# design 1

design_1/power_grid.png
Scale bar: 20 um. Pins as bars on the die edge. Tap cells in grey.
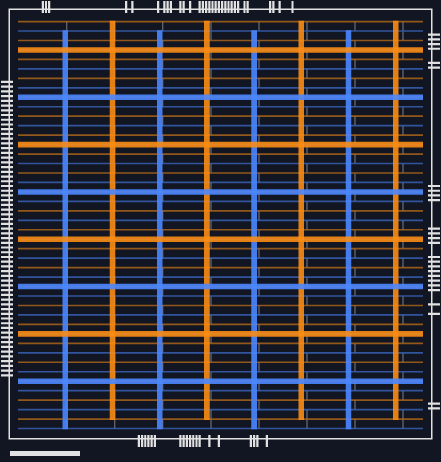
design_1/placement_by_type.png
Scale bar: 20 um.
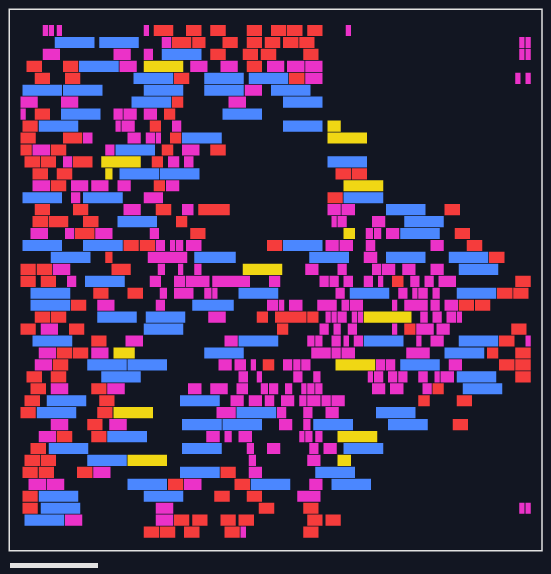
==> src/rtl/run_controller.sv <==
// Run/dump sequencer: holds the core in reset, counts run cycles under a watchdog,
// then reads a memory window over req/ack and streams it out on valid/ready.
module run_controller #(
    parameter int unsigned       ADDR_W       = 16,
    parameter int unsigned       DATA_W       = 32,
    parameter int unsigned       CORE_RST_LEN = 2,
    parameter int unsigned       TIMEOUT      = 1000,
    parameter logic [ADDR_W-1:0] DUMP_BASE    = 16'h8000,
    parameter int unsigned       DUMP_WORDS   = 64
) (
    input  logic              clk,
    input  logic              rst,
    output logic              core_rst,
    input  logic              halt,
    output logic              mem_req,
    output logic [ADDR_W-1:0] mem_addr,
    input  logic              mem_ack,
    input  logic [DATA_W-1:0] mem_rdata,
    output logic              dump_valid,
    input  logic              dump_ready,
    output logic [ADDR_W-1:0] dump_addr,
    output logic [DATA_W-1:0] dump_data,
    output logic              dump_last,
    output logic              done,
    output logic              timed_out,
    output logic [31:0]       cycle_count
);

    localparam int unsigned IDX_W  = (DUMP_WORDS == 0) ? 1 : $clog2(DUMP_WORDS + 1);
    localparam int unsigned RCNT_W = (CORE_RST_LEN < 2) ? 1 : $clog2(CORE_RST_LEN);
    localparam int unsigned STEP   = DATA_W / 8;

    localparam logic [IDX_W-1:0]  LAST_IDX = IDX_W'((DUMP_WORDS == 0) ? 0 : DUMP_WORDS - 1);
    localparam logic [RCNT_W-1:0] RST_LAST = RCNT_W'(CORE_RST_LEN - 1);
    localparam logic [31:0]       TO_LAST  = 32'(TIMEOUT - 1);
    localparam logic [ADDR_W-1:0] STEP_A   = ADDR_W'(STEP);

    typedef enum logic [2:0] {
        ST_CORE_RST,
        ST_RUN,
        ST_DUMP_REQ,
        ST_DUMP_OUT,
        ST_DONE
    } state_t;

    state_t            state;
    state_t            state_nxt;
    logic [RCNT_W-1:0] rcnt;
    logic [IDX_W-1:0]  idx;
    logic [ADDR_W-1:0] word_addr;
    logic              at_last;

    always_ff @(posedge clk or negedge rst) begin
        if (!rst) begin
            state <= ST_CORE_RST;
        end else begin
            state <= state_nxt;
        end
    end

    always_comb begin
        state_nxt  = state;
        core_rst   = 1'b0;
        mem_req    = 1'b0;
        dump_valid = 1'b0;
        done       = 1'b0;
        unique case (state)
            ST_CORE_RST: begin
                core_rst = 1'b1;
                if (rcnt == RST_LAST) state_nxt = ST_RUN;
            end
            ST_RUN: begin
                if (halt || cycle_count == TO_LAST)
                    state_nxt = (DUMP_WORDS == 0) ? ST_DONE : ST_DUMP_REQ;
            end
            ST_DUMP_REQ: begin
                mem_req = 1'b1;
                if (mem_ack) state_nxt = ST_DUMP_OUT;
            end
            ST_DUMP_OUT: begin
                dump_valid = 1'b1;
                if (dump_ready) state_nxt = at_last ? ST_DONE : ST_DUMP_REQ;
            end
            ST_DONE: begin
                done = 1'b1;
            end
            default: begin
                state_nxt = ST_CORE_RST;
            end
        endcase
    end

    // Address arithmetic is ADDR_W wide so the window wraps modulo 2^ADDR_W.
    always_comb begin
        word_addr = DUMP_BASE + ADDR_W'(idx) * STEP_A;
        at_last   = (idx == LAST_IDX);
        mem_addr  = mem_req ? word_addr : '0;
        dump_last = dump_valid && at_last;
    end

    always_ff @(posedge clk or negedge rst) begin
        if (!rst) begin
            rcnt        <= '0;
            idx         <= '0;
            cycle_count <= '0;
            timed_out   <= 1'b0;
            dump_addr   <= '0;
            dump_data   <= '0;
        end else begin
            if (state == ST_CORE_RST && rcnt != RST_LAST) rcnt <= rcnt + 1'b1;
            // halt takes priority: a same-cycle halt freezes the count without flagging timeout
            if (state == ST_RUN && !halt) begin
                if (cycle_count == TO_LAST) timed_out <= 1'b1;
                else if (cycle_count != '1) cycle_count <= cycle_count + 32'd1;
            end
            if (state == ST_DUMP_REQ && mem_ack) begin
                dump_data <= mem_rdata;
                dump_addr <= word_addr;
            end
            if (state == ST_DUMP_OUT && dump_ready && !at_last) idx <= idx + 1'b1;
        end
    end

endmodule

==> config.mk <==
export PLATFORM = sky130hd
export DESIGN_NAME = run_controller
export DESIGN_NICKNAME = d
export VERILOG_FILES = /design/src/rtl/run_controller.sv
export SDC_FILE = /design/constraint.sdc
export NUM_CORES = 1
export LEC_CHECK = 0
export CORE_AREA = 2 2 119 121
export DETAILED_ROUTE_END_ITERATION = 7
export DIE_AREA = 0 0 121 123
export HOLD_SLACK_MARGIN = 0.1
export PLACE_DENSITY = 0.59
export SLEW_MARGIN = 20
export SYNTH_ARGS = -nofsm -noshare
export SYNTH_HDL_FRONTEND = slang
export SYNTH_SLANG_ARGS = --single-unit
==> constraint.sdc <==
create_clock -name clk -period 2.35 [get_ports clk]
set_input_delay 0.3525 -clock clk [delete_from_list [all_inputs] [get_ports clk]]
set_output_delay 0.3525 -clock clk [all_outputs]
set_load 0.02 [all_outputs]
==> results_slide.txt <==
Physical Implementation Snapshot

Status
  • Status: finished clean

Final layout
  • Most frequent logic cells in the routed design: clkdlybuf4s50_1 (112), dfrtp_1 (82), mux2_2 (40)
  • Reg area: 2100 um^2

Final timing
  • Worst Hold Slack: 0.465 ns
  • Post-route setup slack: 0.136 ns
  • Post-layout period usage: 0.942

Critical path
  • Buf/Inv on CP: 2
  • Worst Setup End Kind: primary output
  • Reg2Reg Launch Point: cycle_count[29]
  • Critical path peak fanout: 12

Route
  • Top Metal Used: met4

Synth
  • Most common library cells after synthesis: dfrtp_1 (84), mux2_2 (40), xnor2_1 (24), buf_4 (21), nand4_1 (19)

Placed design
  • Post-DP HPWL: 7270 um

Power and ir drop
  • Portion of total power attributed to the clock network: 0.248
  • Top Consumer: combinational cells

Floorplan
  • I/O Pins: 139

CTS
  • Clk root buf: clkbuf_16

Hold path
  • Hold path cells: 1
Notes on design_1/power_grid.png above:
legend:
  blue:
    net: VSS
  orange:
    net: VDD
met1 rails: 44
met5 straps: 8
rows: 43
core area: 13,600 um^2
Peak VDD IR: 0.000620 V
Die Wd: 121 um
Die H: 123 um

Notes on design_1/placement_by_type.png above:
legend:
  yellow:
    class: clock drivers and dummy loads
    cells: 15
  blue:
    class: sequential cells
    cells: 84
  red:
    class: remaining buffers and delay cells
    cells: 142
  magenta:
    class: combinational and other logic
    cells: 229


# design 2

File: src/rtl/demux14_reg.sv
// Registered 1-to-4 demultiplexer: one input stream is steered onto four
// independently drained output lanes, by S or by an internal round-robin pointer.
module demux14_reg #(
    parameter int WIDTH = 1
) (
    input  logic             clk,
    input  logic             rst,
    input  logic [1:0]       S,
    input  logic             auto_mode,
    input  logic [WIDTH-1:0] D,
    input  logic             D_valid,
    output logic             D_ready,
    output logic [WIDTH-1:0] Y0,
    output logic [WIDTH-1:0] Y1,
    output logic [WIDTH-1:0] Y2,
    output logic [WIDTH-1:0] Y3,
    output logic [3:0]       Y_valid,
    input  logic [3:0]       Y_ready,
    output logic [1:0]       ptr,
    output logic             frame_done
);

    // Handshake: a word moves on any edge where valid & ready are both high.
    // A producer holds valid and data until accepted. D_ready never looks at
    // D_valid, and lane i keeps Y_i stable while Y_valid[i] & !Y_ready[i].
    logic [WIDTH-1:0] lane_q [4];
    logic [3:0]       lane_valid_q;
    logic [1:0]       ptr_q;
    logic             frame_done_q;
    logic [1:0]       tgt;
    logic             accept;

    assign tgt     = auto_mode ? ptr_q : S;
    assign D_ready = !lane_valid_q[tgt] | Y_ready[tgt];
    assign accept  = D_valid & D_ready;

    always_ff @(posedge clk) begin
        if (rst) begin
            for (int i = 0; i < 4; i++) begin
                lane_q[i] <= '0;
            end
            lane_valid_q <= 4'b0000;
            ptr_q        <= 2'd0;
            frame_done_q <= 1'b0;
        end else begin
            // Auto-mode accept into lane 3 completes a frame; ptr wraps to 0.
            frame_done_q <= accept & auto_mode & (ptr_q == 2'd3);
            if (accept & auto_mode) begin
                ptr_q <= ptr_q + 2'd1;
            end
            for (int i = 0; i < 4; i++) begin
                // A load outranks a drain on the same lane.
                if (accept && (tgt == i[1:0])) begin
                    lane_q[i]       <= D;
                    lane_valid_q[i] <= 1'b1;
                end else if (lane_valid_q[i] & Y_ready[i]) begin
                    lane_valid_q[i] <= 1'b0;
                end
            end
        end
    end

    assign Y0         = lane_q[0];
    assign Y1         = lane_q[1];
    assign Y2         = lane_q[2];
    assign Y3         = lane_q[3];
    assign Y_valid    = lane_valid_q;
    assign ptr        = ptr_q;
    assign frame_done = frame_done_q;

endmodule

File: config.mk
export PLATFORM = sky130hd
export DESIGN_NAME = demux14_reg
export DESIGN_NICKNAME = d
export VERILOG_FILES = /design/src/rtl/demux14_reg.sv
export SDC_FILE = /design/constraint.sdc
export NUM_CORES = 1
export LEC_CHECK = 0
export ABC_AREA = 1
export CAP_MARGIN = 20
export CORE_ASPECT_RATIO = 1.2
export CORE_MARGIN = 4
export CORE_UTILIZATION = 38
export DETAILED_ROUTE_END_ITERATION = 6
export GPL_ROUTABILITY_DRIVEN = 1
export HOLD_SLACK_MARGIN = 0.08
export PLACE_DENSITY = 0.79
export SYNTH_ARGS = -nofsm -noshare
export SYNTH_HDL_FRONTEND = slang
export SYNTH_SLANG_ARGS = --single-unit
File: constraint.sdc
create_clock -name clk -period 1.4 [get_ports clk]
set_input_delay 0.14 -clock clk [delete_from_list [all_inputs] [get_ports clk]]
set_output_delay 0.14 -clock clk [all_outputs]
set_load 0.01 [all_outputs]
design_2/power_grid.png
Scale bar: 10 um. Pins as bars on the die edge. Tap cells in grey.
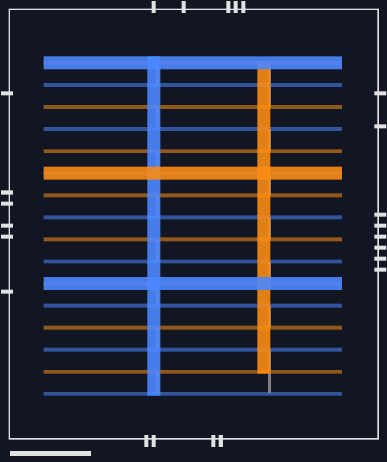
legend:
  blue:
    net: VSS
  orange:
    net: VDD
tap cells: 17
signal pins: 23
met4 straps: 2
met1 rails: 16

design_2/placement_by_type.png
Scale bar: 10 um.
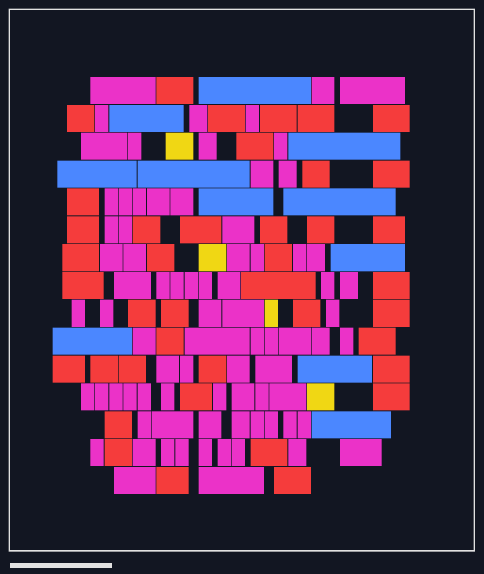
legend:
  yellow:
    class: clock drivers and dummy loads
    cells: 4
  magenta:
    class: combinational and other logic
    cells: 79
  red:
    class: remaining buffers and delay cells
    cells: 40
  blue:
    class: sequential cells
    cells: 11
Seq area share: 0.231
cell row count: 15
fin util: 0.762
core area: 1500 um^2

==> results_slide.txt <==
Physical Implementation Snapshot

Final timing
  • Unrepaired setup endpoints after global routing: true
  • Post-route setup slack: -0.103 ns
  • Final Setup Violations: 15

Global routing
  • Antenna violations before repair: 0

Synth
  • FFs w/ async S/R, synth: 0
  • Mapped Area: 634 um^2
  • Main area contributors: dfxtp_1 (22%), edfxtp_1 (19%), nand2_1 (18%), inv_1 (7.7%), nand3_1 (6.3%)

Status
  • Failing checks: setup timing
  • Status: finished, violations left

Route
  • Via/cell ratio: 5.10

Final layout
  • Final #Nets: 147
  • Comb/total area: 0.362
  • Reg area: 264 um^2

Floorplan
  • Die H: 52.8 um

Hold path
  • Hold crit path type: reg2reg

Power and ir drop
  • Power density over the cells: 794 nW/um^2

Critical path
  • Worst Setup End Kind: flop
  • Critical path peak fanout: 7

# design 3

design_3/power_grid.png
Scale bar: 20 um. Pins as bars on the die edge. Tap cells in grey.
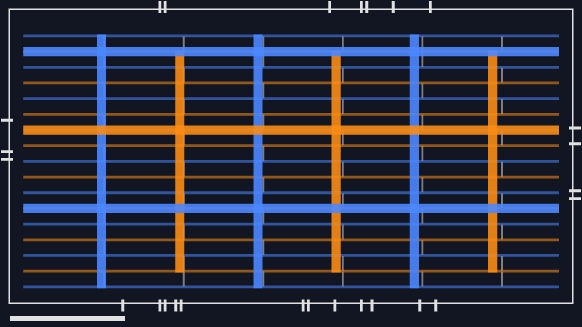
design_3/placement_by_type.png
Scale bar: 20 um.
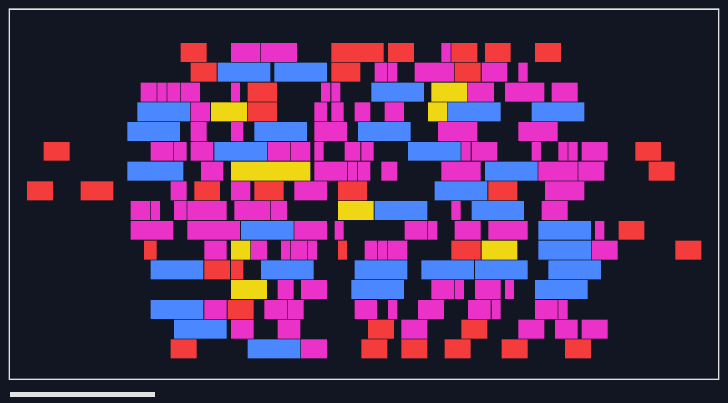
**src/rtl/serial_comp_pkg.sv**
```systemverilog
// Shared types and encodings for the bit-serial magnitude comparator.
package serial_comp_pkg;

  // State encodings
  localparam logic [1:0] ST_IDLE = 2'd0;
  localparam logic [1:0] ST_RUN  = 2'd1;
  localparam logic [1:0] ST_DONE = 2'd2;

  typedef enum logic [1:0] {
    S_IDLE = ST_IDLE,
    S_RUN  = ST_RUN,
    S_DONE = ST_DONE
  } state_e;

  // Compare result flags; exactly one bit is set for a valid result
  typedef struct packed {
    logic eq;
    logic gt;
    logic lt;
  } flags_t;

  localparam flags_t RES_NONE = 3'b000;
  localparam flags_t RES_EQ   = 3'b100;
  localparam flags_t RES_GT   = 3'b010;
  localparam flags_t RES_LT   = 3'b001;

endpackage

```
**src/rtl/serial_mag_comp_ctrl_if.sv**
```systemverilog
// Operand / result handshake bundle for serial_mag_comp_ctrl.
interface serial_mag_comp_ctrl_if #(
  parameter int unsigned WIDTH = 8
);
  logic             in_valid;
  logic             in_ready;
  logic [WIDTH-1:0] a_in;
  logic [WIDTH-1:0] b_in;
  logic             res_valid;
  logic             res_ready;
  logic             eq;
  logic             gt;
  logic             lt;
  logic             busy;

  // Producer/consumer side
  modport master (
    output in_valid, a_in, b_in, res_ready,
    input  in_ready, res_valid, eq, gt, lt, busy
  );

  // Comparator side
  modport slave (
    input  in_valid, a_in, b_in, res_ready,
    output in_ready, res_valid, eq, gt, lt, busy
  );
endinterface

```
**src/rtl/bit_cmp_cell.sv**
```systemverilog
// Combinational 1-bit magnitude compare cell.
module bit_cmp_cell (
  input  logic a,
  input  logic b,
  output logic e,
  output logic g,
  output logic l
);
  assign e = ~(a ^ b);
  assign g = a & ~b;
  assign l = ~a & b;
endmodule

```
**src/rtl/serial_mag_comp_ctrl.sv**
```systemverilog
// Bit-serial magnitude comparator controller: latches two operands and walks a
// single 1-bit compare cell over them MSB first, one bit per clock.
// Optional macro SERIAL_COMP_EARLY_EXIT_EN: finish on the first differing bit.
module serial_mag_comp_ctrl
  import serial_comp_pkg::*;
#(
  parameter int unsigned WIDTH = 8
) (
  input  logic                   clk,
  input  logic                   rst,
  serial_mag_comp_ctrl_if.slave  bus
);

  localparam int unsigned CNT_W = $clog2(WIDTH);

  state_e             state_q, state_d;
  logic [WIDTH-1:0]   a_sh_q, a_sh_d;
  logic [WIDTH-1:0]   b_sh_q, b_sh_d;
  logic [CNT_W-1:0]   idx_q, idx_d;
  flags_t             run_q, run_d;
  flags_t             res_q, res_d;
  logic               res_valid_q, res_valid_d;
  logic               in_ready_q, in_ready_d;
  logic               busy_q, busy_d;

  logic               cell_e, cell_g, cell_l;
  flags_t             step_c;
  logic               last_c;

  // Shared compare cell looks at the current MSB of both shift registers
  bit_cmp_cell u_cell (
    .a (a_sh_q[WIDTH-1]),
    .b (b_sh_q[WIDTH-1]),
    .e (cell_e),
    .g (cell_g),
    .l (cell_l)
  );

  // State and datapath registers
  always_ff @(posedge clk) begin
    if (rst) begin
      state_q     <= S_IDLE;
      a_sh_q      <= '0;
      b_sh_q      <= '0;
      idx_q       <= CNT_W'(WIDTH - 1);
      run_q       <= RES_EQ;
      res_q       <= RES_NONE;
      res_valid_q <= 1'b0;
      in_ready_q  <= 1'b1;
      busy_q      <= 1'b0;
    end else begin
      state_q     <= state_d;
      a_sh_q      <= a_sh_d;
      b_sh_q      <= b_sh_d;
      idx_q       <= idx_d;
      run_q       <= run_d;
      res_q       <= res_d;
      res_valid_q <= res_valid_d;
      in_ready_q  <= in_ready_d;
      busy_q      <= busy_d;
    end
  end

  // Next-state, sticky flag update and registered output values
  always_comb begin
    state_d     = state_q;
    a_sh_d      = a_sh_q;
    b_sh_d      = b_sh_q;
    idx_d       = idx_q;
    run_d       = run_q;
    res_d       = res_q;
    res_valid_d = res_valid_q;
    in_ready_d  = in_ready_q;
    busy_d      = busy_q;
    last_c      = 1'b0;

    // The first differing bit decides the result; later bits are ignored
    step_c = run_q;
    if (run_q.eq && !cell_e) begin
      step_c.eq = 1'b0;
      step_c.gt = cell_g;
      step_c.lt = cell_l;
    end

    case (state_q)
      S_IDLE: begin
        if (bus.in_valid && in_ready_q) begin
          state_d    = S_RUN;
          a_sh_d     = bus.a_in;
          b_sh_d     = bus.b_in;
          idx_d      = CNT_W'(WIDTH - 1);
          run_d      = RES_EQ;
          in_ready_d = 1'b0;
          busy_d     = 1'b1;
        end
      end

      S_RUN: begin
        run_d  = step_c;
        a_sh_d = {a_sh_q[WIDTH-2:0], 1'b0};
        b_sh_d = {b_sh_q[WIDTH-2:0], 1'b0};
        idx_d  = idx_q - CNT_W'(1);
        last_c = (idx_q == '0);
`ifdef SERIAL_COMP_EARLY_EXIT_EN
        if (run_q.eq && !cell_e) begin
          last_c = 1'b1;
        end
`endif
        if (last_c) begin
          state_d     = S_DONE;
          res_d       = step_c;
          res_valid_d = 1'b1;
          idx_d       = CNT_W'(WIDTH - 1);
        end
      end

      S_DONE: begin
        if (bus.res_ready) begin
          state_d     = S_IDLE;
          res_d       = RES_NONE;
          res_valid_d = 1'b0;
          in_ready_d  = 1'b1;
          busy_d      = 1'b0;
        end
      end

      default: begin
        state_d = S_IDLE;
      end
    endcase
  end

  assign bus.in_ready  = in_ready_q;
  assign bus.res_valid = res_valid_q;
  assign bus.eq        = res_q.eq;
  assign bus.gt        = res_q.gt;
  assign bus.lt        = res_q.lt;
  assign bus.busy      = busy_q;

endmodule

```
**src/flat_wrapper.sv**
```systemverilog
// flat-port wrapper written by rule: the top's interface ports become plain ports
module serial_mag_comp_ctrl_flat import serial_comp_pkg::*;
#(
  parameter int unsigned WIDTH = 8
)
  (clk, rst, bus_in_valid, bus_a_in, bus_b_in, bus_res_ready, bus_in_ready, bus_res_valid, bus_eq, bus_gt, bus_lt, bus_busy);
  serial_mag_comp_ctrl_if #(.WIDTH(WIDTH)) bus_i ();
  input  logic clk;
  input  logic rst;
  input wire logic [$bits(bus_i.in_valid)-1:0] bus_in_valid;
  input wire logic [$bits(bus_i.a_in)-1:0] bus_a_in;
  input wire logic [$bits(bus_i.b_in)-1:0] bus_b_in;
  input wire logic [$bits(bus_i.res_ready)-1:0] bus_res_ready;
  output wire logic [$bits(bus_i.in_ready)-1:0] bus_in_ready;
  output wire logic [$bits(bus_i.res_valid)-1:0] bus_res_valid;
  output wire logic [$bits(bus_i.eq)-1:0] bus_eq;
  output wire logic [$bits(bus_i.gt)-1:0] bus_gt;
  output wire logic [$bits(bus_i.lt)-1:0] bus_lt;
  output wire logic [$bits(bus_i.busy)-1:0] bus_busy;
  assign bus_i.in_valid = bus_in_valid;
  assign bus_i.a_in = bus_a_in;
  assign bus_i.b_in = bus_b_in;
  assign bus_i.res_ready = bus_res_ready;
  assign bus_in_ready = bus_i.in_ready;
  assign bus_res_valid = bus_i.res_valid;
  assign bus_eq = bus_i.eq;
  assign bus_gt = bus_i.gt;
  assign bus_lt = bus_i.lt;
  assign bus_busy = bus_i.busy;
  serial_mag_comp_ctrl #(.WIDTH(WIDTH)) u_core (.clk(clk), .rst(rst), .bus(bus_i));
endmodule
```
**config.mk**
```make
export PLATFORM = sky130hd
export DESIGN_NAME = serial_mag_comp_ctrl_flat
export DESIGN_NICKNAME = d
export VERILOG_FILES = /design/src/rtl/serial_comp_pkg.sv /design/src/rtl/serial_mag_comp_ctrl_if.sv /design/src/rtl/bit_cmp_cell.sv /design/src/rtl/serial_mag_comp_ctrl.sv /design/src/flat_wrapper.sv
export SDC_FILE = /design/constraint.sdc
export NUM_CORES = 1
export LEC_CHECK = 0
export CAP_MARGIN = 20
export CORE_ASPECT_RATIO = 0.5
export CORE_MARGIN = 2
export CORE_UTILIZATION = 35
export CTS_CLUSTER_DIAMETER = 200
export DETAILED_ROUTE_END_ITERATION = 8
export GPL_TIMING_DRIVEN = 0
export HOLD_SLACK_MARGIN = 0.05
export PLACE_DENSITY = 0.68
export SETUP_SLACK_MARGIN = 0.2
export SYNTH_ARGS = -nofsm -noshare
export SYNTH_HDL_FRONTEND = slang
export SYNTH_SLANG_ARGS = --single-unit
```
**constraint.sdc**
```tcl
create_clock -name clk -period 1.9 [get_ports clk]
set_clock_uncertainty 0.05 [all_clocks]
set_input_delay 0.38 -clock clk [delete_from_list [all_inputs] [get_ports clk]]
set_output_delay 0.38 -clock clk [all_outputs]
set_load 0.01 [all_outputs]
```
==> results_slide.txt <==
Physical Implementation Snapshot

Synth
  • Mapped Area: 1530 um^2
  • Post-synth top area cell: dfxtp_1
  • MUX share of area: 0.105
  • Most common library cells after synthesis: dfxtp_1 (30), nor2_1 (19), mux2i_1 (16), a221oi_2 (9)
  • XOR/XNOR Area Share: 0

CTS
  • Post-CTS sizing: 1
  • Clk buf depth: 2

Route
  • DRC marker count from the first detailed-route iteration: 29
  • Top Metal Used: met4
  • Met3 WL: 123 um

Critical path
  • CP arrival: 1.20 ns
  • Critical path depth: 1
  • Buf/Inv on CP: 1

Status
  • Status: finished clean

Final layout
  • Syn-to-layout area delta: 28.8%

Global routing
  • GRT Resource Usage Total: 0.143

Floorplan
  • Core area: 4040 um^2

Final timing
  • Post-layout period usage: 0.858
About design_3/power_grid.png:
legend:
  orange:
    net: VDD
  blue:
    net: VSS
rows: 16
met5 straps: 3
met4 straps: 6

About design_3/placement_by_type.png:
legend:
  magenta:
    class: combinational and other logic
    cells: 103
  yellow:
    class: clock drivers and dummy loads
    cells: 8
  red:
    class: remaining buffers and delay cells
    cells: 36
  blue:
    class: sequential cells
    cells: 30


# design 4

design_4/power_grid.png
Scale bar: 20 um. Pins as bars on the die edge. Tap cells in grey.
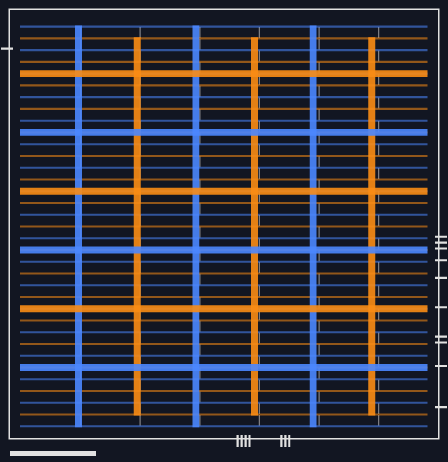
**config.mk**
```make
export PLATFORM = sky130hd
export DESIGN_NAME = kpad_scan_ctrl
export DESIGN_NICKNAME = d
export VERILOG_FILES = /design/src/rtl/kpad_pkg.sv /design/src/rtl/kpad_stable_cnt.sv /design/src/rtl/kpad_scan_ctrl.sv
export SDC_FILE = /design/constraint.sdc
export NUM_CORES = 1
export LEC_CHECK = 0
export ABC_AREA = 1
export CELL_PAD_IN_SITES_DETAIL_PLACEMENT = 0
export CELL_PAD_IN_SITES_GLOBAL_PLACEMENT = 1
export CORE_MARGIN = 2
export CORE_UTILIZATION = 49
export DETAILED_ROUTE_END_ITERATION = 8
export GPL_TIMING_DRIVEN = 0
export PLACE_DENSITY = 0.92
export SLEW_MARGIN = 20
export SYNTH_ARGS = -nofsm -noshare
export SYNTH_HDL_FRONTEND = slang
export SYNTH_HIERARCHICAL = 1
export SYNTH_SLANG_ARGS = --single-unit
```
**constraint.sdc**
```tcl
create_clock -name clk -period 3.74 [get_ports clk]
set_clock_uncertainty 0.1 [all_clocks]
set_input_delay 0.935 -clock clk [delete_from_list [all_inputs] [get_ports clk]]
set_output_delay 0.935 -clock clk [all_outputs]
set_load 0.1 [all_outputs]
```
**src/rtl/kpad_pkg.sv**
```systemverilog
// Shared types and constants for the 4x4 keypad scan controller.
package kpad_pkg;

    typedef enum logic [1:0] {
        SCAN     = 2'd0,
        DEBOUNCE = 2'd1,
        HELD     = 2'd2
    } kpad_state_e;

    // Row drive pattern out of reset (row 0 active).
    localparam logic [3:0] ROW_IDLE = 4'b1110;
    // Column pattern with no key pressed (pull-ups win).
    localparam logic [3:0] COL_NONE = 4'b1111;

    // Key codes, entry {row, col} at nibble row*4+col.
    // row0: 1 2 3 A / row1: 4 5 6 B / row2: 7 8 9 C / row3: 0 F E D
    localparam logic [63:0] KEY_LUT = 64'hDEF0_C987_B654_A321;

    function automatic logic [3:0] key_lookup(input logic [1:0] r, input logic [1:0] c);
        logic [5:0] bitpos;
        bitpos = {r, c, 2'b00};
        return KEY_LUT[bitpos +: 4];
    endfunction

    // Index of the lowest-numbered low column; only meaningful when some column is low.
    function automatic logic [1:0] first_low(input logic [3:0] c);
        logic [1:0] sel;
        sel = 2'd3;
        for (int i = 3; i >= 0; i--) begin
            if (!c[i]) sel = 2'(i);
        end
        return sel;
    endfunction

endpackage

```
**src/rtl/kpad_stable_cnt.sv**
```systemverilog
// Counts consecutive cycles that cond is high; done flags the N-th such cycle.
// The count saturates at N-1 and clears when cond drops or clr is asserted.
module kpad_stable_cnt #(
    parameter int N = 8
) (
    input  logic clk,
    input  logic rst_n,
    input  logic clr,
    input  logic cond,
    output logic done
);

    localparam int W = (N > 1) ? $clog2(N) : 1;
    localparam logic [W-1:0] LAST = W'(N - 1);

    logic [W-1:0] cnt_q, cnt_d;

    // Next count: restart on clear or broken condition, hold at the terminal value.
    always_comb begin
        cnt_d = cnt_q;
        if (clr || !cond) begin
            cnt_d = '0;
        end else if (cnt_q != LAST) begin
            cnt_d = cnt_q + W'(1);
        end
    end

    // Count register.
    always_ff @(posedge clk or negedge rst_n) begin
        if (!rst_n) cnt_q <= '0;
        else        cnt_q <= cnt_d;
    end

    assign done = cond && (cnt_q == LAST);

endmodule

```
**src/rtl/kpad_scan_ctrl.sv**
```systemverilog
// 4x4 keypad scanner: row drive, column sync, press/release debounce, and a
// valid/ready key output. Define KPAD_REPEAT_EN to enable auto-repeat while held.
module kpad_scan_ctrl
    import kpad_pkg::*;
#(
    parameter int SCAN_DIV     = 50000,
    parameter int DEBOUNCE_CYC = 1000000,
    parameter int REPEAT_DELAY = 25000000,
    parameter int REPEAT_RATE  = 5000000
) (
    input  logic       clk,
    input  logic       rst_n,
    input  logic [3:0] col,
    output logic [3:0] row,
    output logic       key_valid,
    input  logic       key_ready,
    output logic [3:0] key_code,
    output logic       key_down,
    output logic       key_overflow
);

    localparam int DW = (SCAN_DIV > 1) ? $clog2(SCAN_DIV) : 1;
    localparam logic [DW-1:0] DWELL_LAST = DW'(SCAN_DIV - 1);

    logic [3:0]  col_s1_q, col_s2_q;
    logic [3:0]  col_sync;
    kpad_state_e state_q, state_d;
    logic [1:0]  idx_q, idx_d;
    logic [1:0]  cidx_q, cidx_d;
    logic [DW-1:0] dwell_q, dwell_d;
    logic [3:0]  row_q, row_d;
    logic        key_valid_q, key_valid_d;
    logic [3:0]  key_code_q, key_code_d;
    logic        ovf_q, ovf_d;
    logic        emit;
    logic        rep_done;

    logic press_cond, press_clr, press_done;
    logic rel_cond, rel_clr, rel_done;

    // Two-flop synchronizer for the asynchronous column inputs.
    always_ff @(posedge clk or negedge rst_n) begin
        if (!rst_n) begin
            col_s1_q <= COL_NONE;
            col_s2_q <= COL_NONE;
        end else begin
            col_s1_q <= col;
            col_s2_q <= col_s1_q;
        end
    end

    assign col_sync = col_s2_q;

    // Press confirmation: the captured column must stay low throughout.
    assign press_cond = (state_q == DEBOUNCE) && !col_sync[cidx_q];
    assign press_clr  = (state_q != DEBOUNCE);

    kpad_stable_cnt #(.N(DEBOUNCE_CYC)) u_press_cnt (
        .clk   (clk),
        .rst_n (rst_n),
        .clr   (press_clr),
        .cond  (press_cond),
        .done  (press_done)
    );

    // Release confirmation: every column high; any low column restarts it.
    assign rel_cond = (state_q == HELD) && (col_sync == COL_NONE);
    assign rel_clr  = (state_q != HELD);

    kpad_stable_cnt #(.N(DEBOUNCE_CYC)) u_rel_cnt (
        .clk   (clk),
        .rst_n (rst_n),
        .clr   (rel_clr),
        .cond  (rel_cond),
        .done  (rel_done)
    );

`ifdef KPAD_REPEAT_EN
    logic rep_started_q, rep_started_d;
    logic rep_first_done, rep_rate_done;

    // First repeat after REPEAT_DELAY held cycles, then one every REPEAT_RATE.
    kpad_stable_cnt #(.N(REPEAT_DELAY)) u_rep_first_cnt (
        .clk   (clk),
        .rst_n (rst_n),
        .clr   (state_q != HELD),
        .cond  ((state_q == HELD) && !rep_started_q),
        .done  (rep_first_done)
    );

    kpad_stable_cnt #(.N(REPEAT_RATE)) u_rep_rate_cnt (
        .clk   (clk),
        .rst_n (rst_n),
        .clr   ((state_q != HELD) || rep_rate_done),
        .cond  ((state_q == HELD) && rep_started_q),
        .done  (rep_rate_done)
    );

    assign rep_started_d = (state_q == HELD) && (rep_started_q || rep_first_done);
    assign rep_done      = (state_q == HELD) && (rep_first_done || rep_rate_done);

    // Tracks whether the initial repeat delay has elapsed for the current hold.
    always_ff @(posedge clk or negedge rst_n) begin
        if (!rst_n) rep_started_q <= 1'b0;
        else        rep_started_q <= rep_started_d;
    end
`else
    assign rep_done = 1'b0;

    // Auto-repeat is absent in this build; REPEAT_* elaborate to nothing.
    if (!((REPEAT_DELAY > 0) && (REPEAT_RATE > 0))) begin : g_repeat_cfg_unused
    end
`endif

    // Scan/debounce/hold sequencing plus the key emit and handshake rules.
    always_comb begin
        state_d     = state_q;
        idx_d       = idx_q;
        cidx_d      = cidx_q;
        dwell_d     = '0;
        key_valid_d = key_valid_q;
        key_code_d  = key_code_q;
        ovf_d       = 1'b0;
        emit        = 1'b0;

        if (key_valid_q && key_ready) key_valid_d = 1'b0;

        case (state_q)
            SCAN: begin
                if (dwell_q == DWELL_LAST) begin
                    if (col_sync == COL_NONE) begin
                        idx_d = idx_q + 2'd1;
                    end else begin
                        cidx_d  = first_low(col_sync);
                        state_d = DEBOUNCE;
                    end
                end else begin
                    dwell_d = dwell_q + DW'(1);
                end
            end
            DEBOUNCE: begin
                if (col_sync[cidx_q]) begin
                    state_d = SCAN;
                    idx_d   = idx_q + 2'd1;
                end else if (press_done) begin
                    state_d = HELD;
                    emit    = 1'b1;
                end
            end
            HELD: begin
                if (rel_done) begin
                    state_d = SCAN;
                    idx_d   = idx_q + 2'd1;
                end
                if (rep_done) emit = 1'b1;
            end
            default: state_d = SCAN;
        endcase

        // A new key loads if the slot is empty or being consumed this cycle.
        if (emit) begin
            if (!key_valid_q || key_ready) begin
                key_code_d  = key_lookup(idx_q, cidx_q);
                key_valid_d = 1'b1;
            end else begin
                ovf_d = 1'b1;
            end
        end

        row_d = ~(4'b0001 << idx_d);
    end

    // Control and output registers.
    always_ff @(posedge clk or negedge rst_n) begin
        if (!rst_n) begin
            state_q     <= SCAN;
            idx_q       <= 2'd0;
            cidx_q      <= 2'd0;
            dwell_q     <= '0;
            row_q       <= ROW_IDLE;
            key_valid_q <= 1'b0;
            key_code_q  <= 4'h0;
            ovf_q       <= 1'b0;
        end else begin
            state_q     <= state_d;
            idx_q       <= idx_d;
            cidx_q      <= cidx_d;
            dwell_q     <= dwell_d;
            row_q       <= row_d;
            key_valid_q <= key_valid_d;
            key_code_q  <= key_code_d;
            ovf_q       <= ovf_d;
        end
    end

    assign row          = row_q;
    assign key_valid    = key_valid_q;
    assign key_code     = key_code_q;
    assign key_down     = (state_q == HELD);
    assign key_overflow = ovf_q;

endmodule

```
==> results_slide.txt <==
Physical Implementation Snapshot

Synth
  • Post-synthesis cell count: 576
  • Most common library cells after synthesis: nand2_1 (135), nor2_1 (87), dfrtp_1 (69), inv_1 (59), nand3_1 (46)
  • FFs w/ async S/R, synth: 1.00
  • Seq share, synth: 0.455
  • Avg Cell Area, Syn: 7.69 um^2
  • Post-synthesis cell count from yosys: 576

Placed design
  • I/O Buffers: 17

Route
  • Antenna viol nets, final: 0

Final layout
  • Comb gates: 423
  • Fin util: 0.564
  • Syn-to-layout area delta: 11.2%
  • Logic area: 2130 um^2

Critical path
  • Setup slack, reg-to-reg: 1.48 ns
  • CP Launch Point: state_q[1]
  • Reg2Reg Launch Point: u_rel_cnt/cnt_q[1]

CTS
  • Clk buf depth: 2
  • Sink Count: 80
  • Clk slew on worst S/H paths: 0.08 ns
  • Post-CTS sizing: 0

Global routing
  • Met3 Use GR: 0.0433
  • Global routing's busiest layer: met2
  • Met1 Track Usage GR: 0.253
  • Grt ovf: 0

Power and ir drop
  • Final Power: 1.47 mW

Final timing
  • Post-Route Setup TNS: 0 ns

Status
  • Status: finished clean
## Picture notes: design_4/power_grid.png
legend:
  orange:
    net: VDD
  blue:
    net: VSS
tap cells: 108
rows: 34
Die H: 99.1 um
Die Wd: 99.1 um


# design 5

--- src/rtl/scratch_timing.sv ---
// Video timing generator: pixel enables, H/V counters, blanking and sync.
// All timing outputs move together on the pixel enable edge.
module scratch_timing #(
  parameter int H_TOTAL  = 384,
  parameter int H_ACTIVE = 256,
  parameter int HS_START = 288,
  parameter int HS_LEN   = 32,
  parameter int V_TOTAL  = 264,
  parameter int V_ACTIVE = 224,
  parameter int VS_START = 240,
  parameter int VS_LEN   = 8,
  parameter int DLY      = 2
) (
  input  logic       clk,
  input  logic       rst_n,
  input  logic [3:0] hs_adj,
  output logic       pxl2_cen,
  output logic       pxl_cen,
  output logic [8:0] H,
  output logic [8:0] V,
  output logic       LHBL,
  output logic       LVBL,
  output logic       LHBL_dly,
  output logic       LVBL_dly,
  output logic       HS,
  output logic       VS,
  output logic       frame
);

  logic [2:0]     cnt;
  logic [3:0]     adj_q;
  logic [3:0]     adj_nxt;
  logic           h_wrap;
  logic           v_wrap;
  logic [8:0]     h_nxt;
  logic [8:0]     v_nxt;
  logic [9:0]     hs_sum;
  logic [9:0]     hs_eff;
  logic [9:0]     hs_diff;
  logic [9:0]     hs_pos;
  logic           hs_nxt;
  logic           vs_nxt;
  logic           lhbl_nxt;
  logic           lvbl_nxt;
  logic [DLY-1:0] lhbl_sr;
  logic [DLY-1:0] lvbl_sr;

  always_comb begin
    h_wrap = H == 9'(H_TOTAL - 1);
    v_wrap = V == 9'(V_TOTAL - 1);
    h_nxt  = h_wrap ? 9'd0 : H + 9'd1;
    v_nxt  = V;
    if (h_wrap) v_nxt = v_wrap ? 9'd0 : V + 9'd1;
    adj_nxt = (h_wrap && v_wrap) ? hs_adj : adj_q;
    // 10-bit two's complement sum, folded back into 0..H_TOTAL-1
    hs_sum = 10'(HS_START) + {{6{adj_nxt[3]}}, adj_nxt};
    hs_eff = hs_sum;
    unique case (1'b1)
      hs_sum[9]:                hs_eff = hs_sum + 10'(H_TOTAL);
      hs_sum >= 10'(H_TOTAL):   hs_eff = hs_sum - 10'(H_TOTAL);
      default:                  hs_eff = hs_sum;
    endcase
    hs_diff  = {1'b0, h_nxt} - hs_eff;
    hs_pos   = hs_diff[9] ? hs_diff + 10'(H_TOTAL) : hs_diff;
    hs_nxt   = hs_pos < 10'(HS_LEN);
    vs_nxt   = ({1'b0, v_nxt} >= 10'(VS_START)) &&
               ({1'b0, v_nxt} <  10'(VS_START + VS_LEN));
    lhbl_nxt = {1'b0, h_nxt} < 10'(H_ACTIVE);
    lvbl_nxt = {1'b0, v_nxt} < 10'(V_ACTIVE);
  end

  always_ff @(posedge clk or negedge rst_n) begin
    if (!rst_n) begin
      cnt      <= '0;
      pxl2_cen <= 1'b0;
      pxl_cen  <= 1'b0;
      frame    <= 1'b0;
      H        <= '0;
      V        <= '0;
      adj_q    <= '0;
      LHBL     <= 1'b1;
      LVBL     <= 1'b1;
      HS       <= 1'b0;
      VS       <= 1'b0;
      lhbl_sr  <= '1;
      lvbl_sr  <= '1;
    end else begin
      cnt      <= cnt + 3'd1;
      pxl2_cen <= cnt[1:0] == 2'd3;
      pxl_cen  <= cnt == 3'd7;
      frame    <= pxl_cen && h_wrap && v_wrap;
      if (pxl_cen) begin
        H     <= h_nxt;
        V     <= v_nxt;
        adj_q <= adj_nxt;
        LHBL  <= lhbl_nxt;
        LVBL  <= lvbl_nxt;
        HS    <= hs_nxt;
        VS    <= vs_nxt;
        // shift in the blanking level of the pixel being left
        for (int i = DLY - 1; i > 0; i--) begin
          lhbl_sr[i] <= lhbl_sr[i-1];
          lvbl_sr[i] <= lvbl_sr[i-1];
        end
        lhbl_sr[0] <= LHBL;
        lvbl_sr[0] <= LVBL;
      end
    end
  end

  assign LHBL_dly = lhbl_sr[DLY-1];
  assign LVBL_dly = lvbl_sr[DLY-1];

endmodule

--- config.mk ---
export PLATFORM = sky130hd
export DESIGN_NAME = scratch_timing
export DESIGN_NICKNAME = d
export VERILOG_FILES = /design/src/rtl/scratch_timing.sv
export SDC_FILE = /design/constraint.sdc
export NUM_CORES = 1
export LEC_CHECK = 0
export CORE_MARGIN = 2
export CORE_UTILIZATION = 53
export DETAILED_ROUTE_END_ITERATION = 16
export GPL_TIMING_DRIVEN = 0
export PLACE_DENSITY = 0.84
export SYNTH_ARGS = -nofsm -noshare
export SYNTH_HDL_FRONTEND = slang
export SYNTH_SLANG_ARGS = --single-unit
--- constraint.sdc ---
create_clock -name clk -period 5.6 [get_ports clk]
set_clock_uncertainty 0.2 [all_clocks]
set_input_delay 0.56 -clock clk [delete_from_list [all_inputs] [get_ports clk]]
set_output_delay 0.56 -clock clk [all_outputs]
set_load 0.05 [all_outputs]
design_5/power_grid.png
Scale bar: 20 um. Pins as bars on the die edge. Tap cells in grey.
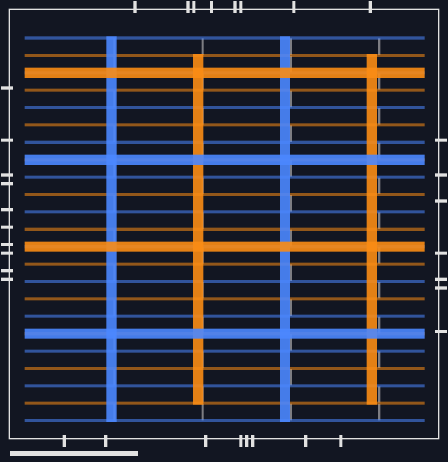
legend:
  orange:
    net: VDD
  blue:
    net: VSS
tap cells: 48
met5 straps: 4
signal pins: 33
met4 straps: 4
Die Wd: 66.9 um
Die H: 66.9 um
core area: 3740 um^2

design_5/placement_by_type.png
Scale bar: 20 um.
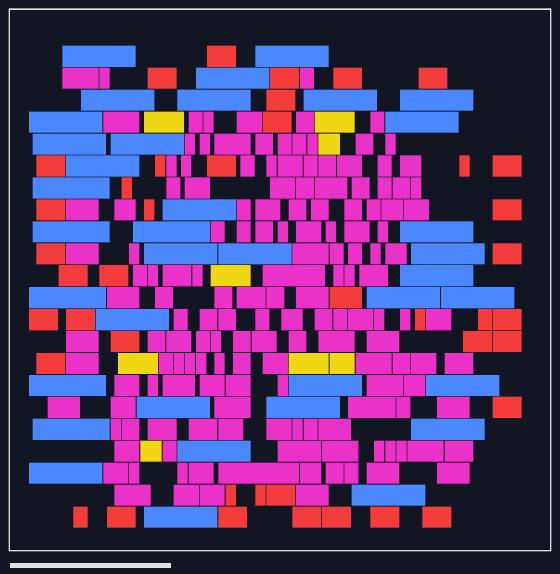
legend:
  red:
    class: remaining buffers and delay cells
    cells: 41
  yellow:
    class: clock drivers and dummy loads
    cells: 8
  blue:
    class: sequential cells
    cells: 36
  magenta:
    class: combinational and other logic
    cells: 155
fin util: 0.686
Design Area, Final: 2570 um^2
cell row count: 22

==> results_slide.txt <==
Physical Implementation Snapshot

Power and ir drop
  • Switching share of total power: 0.240
  • Peak VDD IR: 0.000182 V
  • Portion of total power attributed to the clock network: 0.396
  • Power density over the cells: 184 nW/um^2
  • Flop pwr share: 0.555
  • Power Sequential: 0.263 mW

Route
  • DR pass1 iterations: 4
  • DRC marker count from the first detailed-route iteration: 119
  • Top Metal Used: met4

CTS
  • Clk slew on worst S/H paths: 0.08 ns
  • Clk buf depth: 2

Critical path
  • Kind of critical path: reg2reg
  • Critical path's top delay family: simple AND/OR/NAND/NOR gates
  • CP arrival: 4.48 ns

Global routing
  • Antenna violations before repair: 0

Status
  • Status: finished clean

Placed design
  • Post-DP HPWL: 3100 um
  • Pre-CTS setup slack: 1.15 ns

Synth
  • Post-synthesis cell count from yosys: 200
  • Simple share: 0.194
  • Main synth FF type: dfrtp_1
  • Seq share, synth: 0.433

Final layout
  • Biggest regs: H x9, V x9, adj_q x4
  • Seq area share: 0.354
  • Number of fill cells in the layout: 310
  • Dominant kind of cell: multi-input combinational cells

Final timing
  • Slew headroom: 0.474
  • Post-Route Setup TNS: 0 ns
  • Slew Limit Fails: 0
  • Hold Vio Cnt, Final: 0
design_5/clk_routes.png
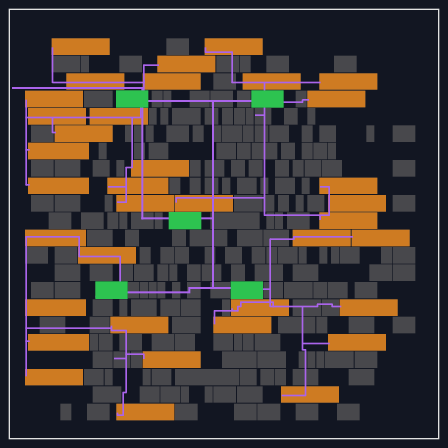
legend:
  purple:
    item: clock wires
    length: 447 um
  green:
    item: clock drivers
    count: 5
  orange:
    item: flip-flops
    count: 36
routed clock nets: 6
flops lie: all over the die


# design 6

<file path="config.mk">
export PLATFORM = sky130hd
export DESIGN_NAME = dcc_scheduler_flat
export DESIGN_NICKNAME = d
export VERILOG_FILES = /design/src/rtl/dcc_scheduler_if.sv /design/src/rtl/dcc_scheduler.sv /design/src/flat_wrapper.sv
export SDC_FILE = /design/constraint.sdc
export NUM_CORES = 1
export LEC_CHECK = 0
export ABC_AREA = 1
export CORE_ASPECT_RATIO = 0.75
export CORE_MARGIN = 3
export CORE_UTILIZATION = 53
export CTS_CLUSTER_SIZE = 25
export DETAILED_ROUTE_END_ITERATION = 10
export PLACE_DENSITY = 0.84
export SLEW_MARGIN = 20
export SYNTH_ARGS = -nofsm -noshare
export SYNTH_HDL_FRONTEND = slang
export SYNTH_SLANG_ARGS = --single-unit
</file>
<file path="constraint.sdc">
create_clock -name clk -period 1.9 [get_ports clk]
set_input_delay 0.285 -clock clk [delete_from_list [all_inputs] [get_ports clk]]
set_output_delay 0.285 -clock clk [all_outputs]
set_load 0.1 [all_outputs]
</file>
<file path="src/rtl/dcc_scheduler_if.sv">
// Host-write and encoder-offer bundle for dcc_scheduler.
// master: host/encoder side; slave: scheduler side.
interface dcc_scheduler_if;
  logic       wr_en;
  logic       clr_en;
  logic [1:0] wr_slot;
  logic [7:0] wr_addr;
  logic [7:0] wr_data;
  logic       pkt_valid;
  logic       pkt_ready;
  logic [7:0] pkt_addr;
  logic [7:0] pkt_data;
  logic [7:0] pkt_err;
  logic [2:0] pkt_slot;

  modport master (
    output wr_en, clr_en, wr_slot,
    output wr_addr, wr_data, pkt_ready,
    input  pkt_valid, pkt_addr, pkt_data,
    input  pkt_err, pkt_slot
  );

  modport slave (
    input  wr_en, clr_en, wr_slot,
    input  wr_addr, wr_data, pkt_ready,
    output pkt_valid, pkt_addr, pkt_data,
    output pkt_err, pkt_slot
  );
endinterface

</file>
<file path="src/rtl/dcc_scheduler.sv">
// DCC packet scheduler: 4 command slots, urgent/refresh round-robin, idle fill.
// Ports: clk, reset (sync, active-high), bus (dcc_scheduler_if.slave),
// pkt_count[15:0] only when DCC_SCHED_COUNT_EN is defined.
module dcc_scheduler #(
  parameter int NUM_SLOTS = 4,
  parameter int REPEAT    = 2
) (
  input  logic              clk,
  input  logic              reset,
  dcc_scheduler_if.slave    bus
`ifdef DCC_SCHED_COUNT_EN
  ,
  output logic [15:0]       pkt_count
`endif
);

  localparam logic [0:0] ST_SELECT = 1'b0;
  localparam logic [0:0] ST_OFFER  = 1'b1;

  logic [0:0] state;

  logic [NUM_SLOTS-1:0] valid;
  logic [NUM_SLOTS-1:0] urgent;
  logic [7:0] addr [NUM_SLOTS];
  logic [7:0] data [NUM_SLOTS];
  logic [3:0] rep  [NUM_SLOTS];

  logic [1:0] ptr_u;
  logic [1:0] ptr_v;

  logic [7:0] out_addr;
  logic [7:0] out_data;
  logic [2:0] out_slot;

  // Offered slot was rewritten while its packet was pending,
  // so the acceptance must not consume a repeat of the new command.
  logic       hit;

  logic       u_any;
  logic [1:0] u_idx;
  logic       v_any;
  logic [1:0] v_idx;
  logic [1:0] ui;
  logic [1:0] vi;
  logic       accept;

  assign accept        = (state == ST_OFFER) && bus.pkt_ready;
  assign bus.pkt_valid = (state == ST_OFFER);
  assign bus.pkt_addr  = out_addr;
  assign bus.pkt_data  = out_data;
  assign bus.pkt_err   = out_addr ^ out_data;
  assign bus.pkt_slot  = out_slot;

  // Scan from the highest offset down so the nearest slot
  // after the pointer is the one left standing.
  always_comb begin
    u_any = 1'b0;
    u_idx = ptr_u;
    v_any = 1'b0;
    v_idx = ptr_v;
    ui    = 2'd0;
    vi    = 2'd0;
    for (int i = 3; i >= 0; i--) begin
      ui = ptr_u + 2'(i);
      vi = ptr_v + 2'(i);
      if (urgent[ui]) begin
        u_any = 1'b1;
        u_idx = ui;
      end
      if (valid[vi]) begin
        v_any = 1'b1;
        v_idx = vi;
      end
    end
  end

  always_ff @(posedge clk) begin
    if (reset) begin
      state    <= ST_SELECT;
      ptr_u    <= 2'd0;
      ptr_v    <= 2'd0;
      out_addr <= 8'h00;
      out_data <= 8'h00;
      out_slot <= 3'b000;
      hit      <= 1'b0;
    end else begin
      unique case (state)
        ST_SELECT: begin
          state <= ST_OFFER;
          if (u_any) begin
            out_addr <= addr[u_idx];
            out_data <= data[u_idx];
            out_slot <= {1'b0, u_idx};
            ptr_u    <= u_idx + 2'd1;
            hit      <= bus.wr_en && (bus.wr_slot == u_idx);
          end else if (v_any) begin
            out_addr <= addr[v_idx];
            out_data <= data[v_idx];
            out_slot <= {1'b0, v_idx};
            ptr_v    <= v_idx + 2'd1;
            hit      <= bus.wr_en && (bus.wr_slot == v_idx);
          end else begin
            out_addr <= 8'hFF;
            out_data <= 8'h00;
            out_slot <= 3'b100;
            hit      <= 1'b0;
          end
        end
        ST_OFFER: begin
          if (bus.pkt_ready) begin
            state <= ST_SELECT;
          end
          if (bus.wr_en && (bus.wr_slot == out_slot[1:0])) begin
            hit <= 1'b1;
          end
        end
        default: state <= ST_SELECT;
      endcase
    end
  end

  // Host write beats clear, and both beat the acceptance update.
  always_ff @(posedge clk) begin
    for (int i = 0; i < NUM_SLOTS; i++) begin
      if (reset) begin
        valid[i]  <= 1'b0;
        urgent[i] <= 1'b0;
        rep[i]    <= 4'd0;
      end else if (bus.wr_en && (bus.wr_slot == 2'(i))) begin
        valid[i]  <= 1'b1;
        urgent[i] <= 1'b1;
        addr[i]   <= bus.wr_addr;
        data[i]   <= bus.wr_data;
        rep[i]    <= 4'(REPEAT);
      end else if (bus.clr_en && (bus.wr_slot == 2'(i))) begin
        valid[i]  <= 1'b0;
        urgent[i] <= 1'b0;
      end else if (accept && !out_slot[2] && !hit &&
                   (out_slot[1:0] == 2'(i)) && urgent[i]) begin
        rep[i] <= rep[i] - 4'd1;
        if (rep[i] == 4'd1) begin
          urgent[i] <= 1'b0;
        end
      end
    end
  end

`ifdef DCC_SCHED_COUNT_EN
  always_ff @(posedge clk) begin
    if (reset) begin
      pkt_count <= 16'd0;
    end else if (accept) begin
      pkt_count <= pkt_count + 16'd1;
    end
  end
`endif

endmodule

</file>
<file path="src/flat_wrapper.sv">
// flat-port wrapper written by rule: the top's interface ports become plain ports
module dcc_scheduler_flat 
#(
  parameter int NUM_SLOTS = 4,
  parameter int REPEAT    = 2
)
  (clk, reset, bus_wr_en, bus_clr_en, bus_wr_slot, bus_wr_addr, bus_wr_data, bus_pkt_ready, bus_pkt_valid, bus_pkt_addr, bus_pkt_data, bus_pkt_err, bus_pkt_slot);
  dcc_scheduler_if bus_i ();
  input  logic clk;
  input  logic reset;
  input wire logic [$bits(bus_i.wr_en)-1:0] bus_wr_en;
  input wire logic [$bits(bus_i.clr_en)-1:0] bus_clr_en;
  input wire logic [$bits(bus_i.wr_slot)-1:0] bus_wr_slot;
  input wire logic [$bits(bus_i.wr_addr)-1:0] bus_wr_addr;
  input wire logic [$bits(bus_i.wr_data)-1:0] bus_wr_data;
  input wire logic [$bits(bus_i.pkt_ready)-1:0] bus_pkt_ready;
  output wire logic [$bits(bus_i.pkt_valid)-1:0] bus_pkt_valid;
  output wire logic [$bits(bus_i.pkt_addr)-1:0] bus_pkt_addr;
  output wire logic [$bits(bus_i.pkt_data)-1:0] bus_pkt_data;
  output wire logic [$bits(bus_i.pkt_err)-1:0] bus_pkt_err;
  output wire logic [$bits(bus_i.pkt_slot)-1:0] bus_pkt_slot;
  assign bus_i.wr_en = bus_wr_en;
  assign bus_i.clr_en = bus_clr_en;
  assign bus_i.wr_slot = bus_wr_slot;
  assign bus_i.wr_addr = bus_wr_addr;
  assign bus_i.wr_data = bus_wr_data;
  assign bus_i.pkt_ready = bus_pkt_ready;
  assign bus_pkt_valid = bus_i.pkt_valid;
  assign bus_pkt_addr = bus_i.pkt_addr;
  assign bus_pkt_data = bus_i.pkt_data;
  assign bus_pkt_err = bus_i.pkt_err;
  assign bus_pkt_slot = bus_i.pkt_slot;
  dcc_scheduler #(.NUM_SLOTS(NUM_SLOTS), .REPEAT(REPEAT)) u_core (.clk(clk), .reset(reset), .bus(bus_i));
endmodule
</file>
==> results_slide.txt <==
Physical Implementation Snapshot

Status
  • Status: finished, violations left
  • Failing checks: setup timing

Route
  • Routed WL: 24,000 um
  • DR vias: 6,637
  • Via/cell ratio: 6.33
  • Wire per inst: 22.9 um
  • Post-route DRC: 0

Critical path
  • Worst Setup End Kind: flop
  • Reg2reg end: u_core.bus.pkt_data[1]

Job
  • Tool Warnings: 33

Final timing
  • Final Setup Violations: 23
  • Post-route setup slack: -0.350 ns

Final layout
  • Comb gates: 519
  • Reg area: 3100 um^2

Synth
  • Main synth FF type: edfxtp_1

CTS
  • CTS buffer count: 17
  • Late-Pin Clk Latency: 0.43 ns

Placed design
  • DP Area: 7520 um^2

Power and ir drop
  • Power Sequential: 3.53 mW
  • LEAKAGE: 3.98 nW

Global routing
  • Global routing's busiest layer: met2
  • Global-route wire length before repair: 32,400 um
design_6/power_grid.png
Scale bar: 50 um. Pins as bars on the die edge. Tap cells in grey.
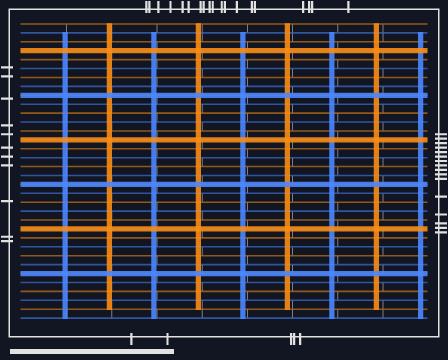
legend:
  orange:
    net: VDD
  blue:
    net: VSS
tap cells: 140
met5 straps: 6
Peak VDD IR: 0.00143 V
Die Wd: 131 um

design_6/placement_by_type.png
Scale bar: 50 um.
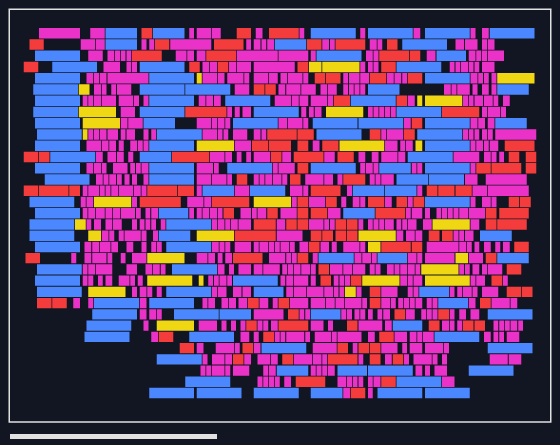
legend:
  blue:
    class: sequential cells
    cells: 113
  magenta:
    class: combinational and other logic
    cells: 625
  red:
    class: remaining buffers and delay cells
    cells: 139
  yellow:
    class: clock drivers and dummy loads
    cells: 32
Seq area share: 0.341
fin util: 0.815
cell row count: 33
Design Area, Final: 9080 um^2
core area: 11,100 um^2

design_6/clk_routes.png
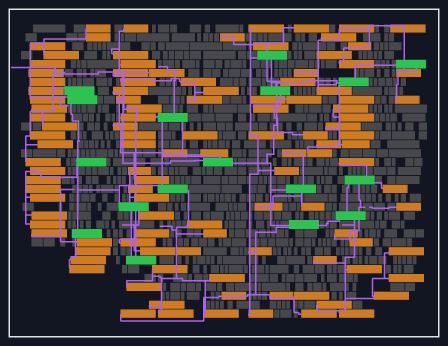
legend:
  green:
    item: clock drivers
    count: 17
  orange:
    item: flip-flops
    count: 113
  purple:
    item: clock wires
    length: 1,670 um
routed clock nets: 18



==> layout pictures side by side <==
Routed clock nets over the placement.
image #1
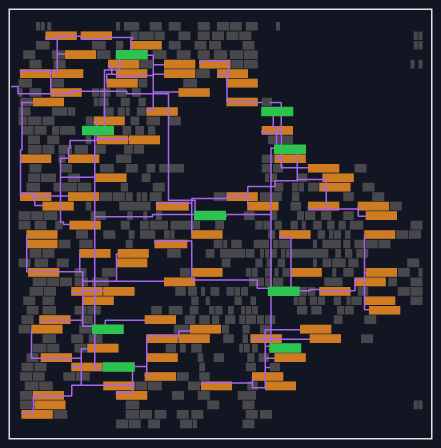
image #2
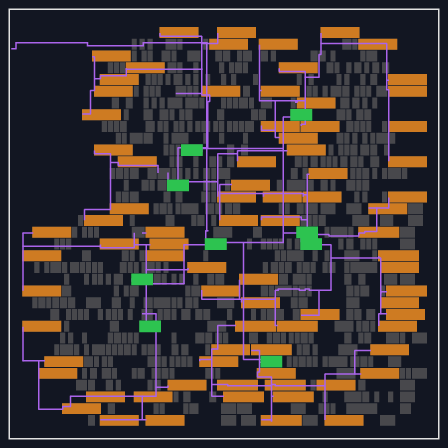
image #3
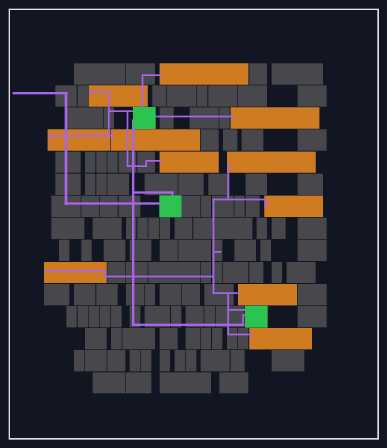
image #4
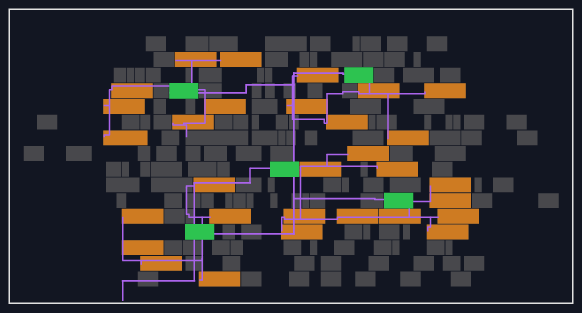
For design 1, see image #1.
For design 2, see image #3.
For design 4, see image #2.
For design 3, see image #4.

Key to image #2:
legend:
  orange:
    item: flip-flops
    count: 80
  green:
    item: clock drivers
    count: 9
  purple:
    item: clock wires
    length: 1,020 um
routed clock nets: 10

No activity file was given, so power comes from the tool's default toggle rates.
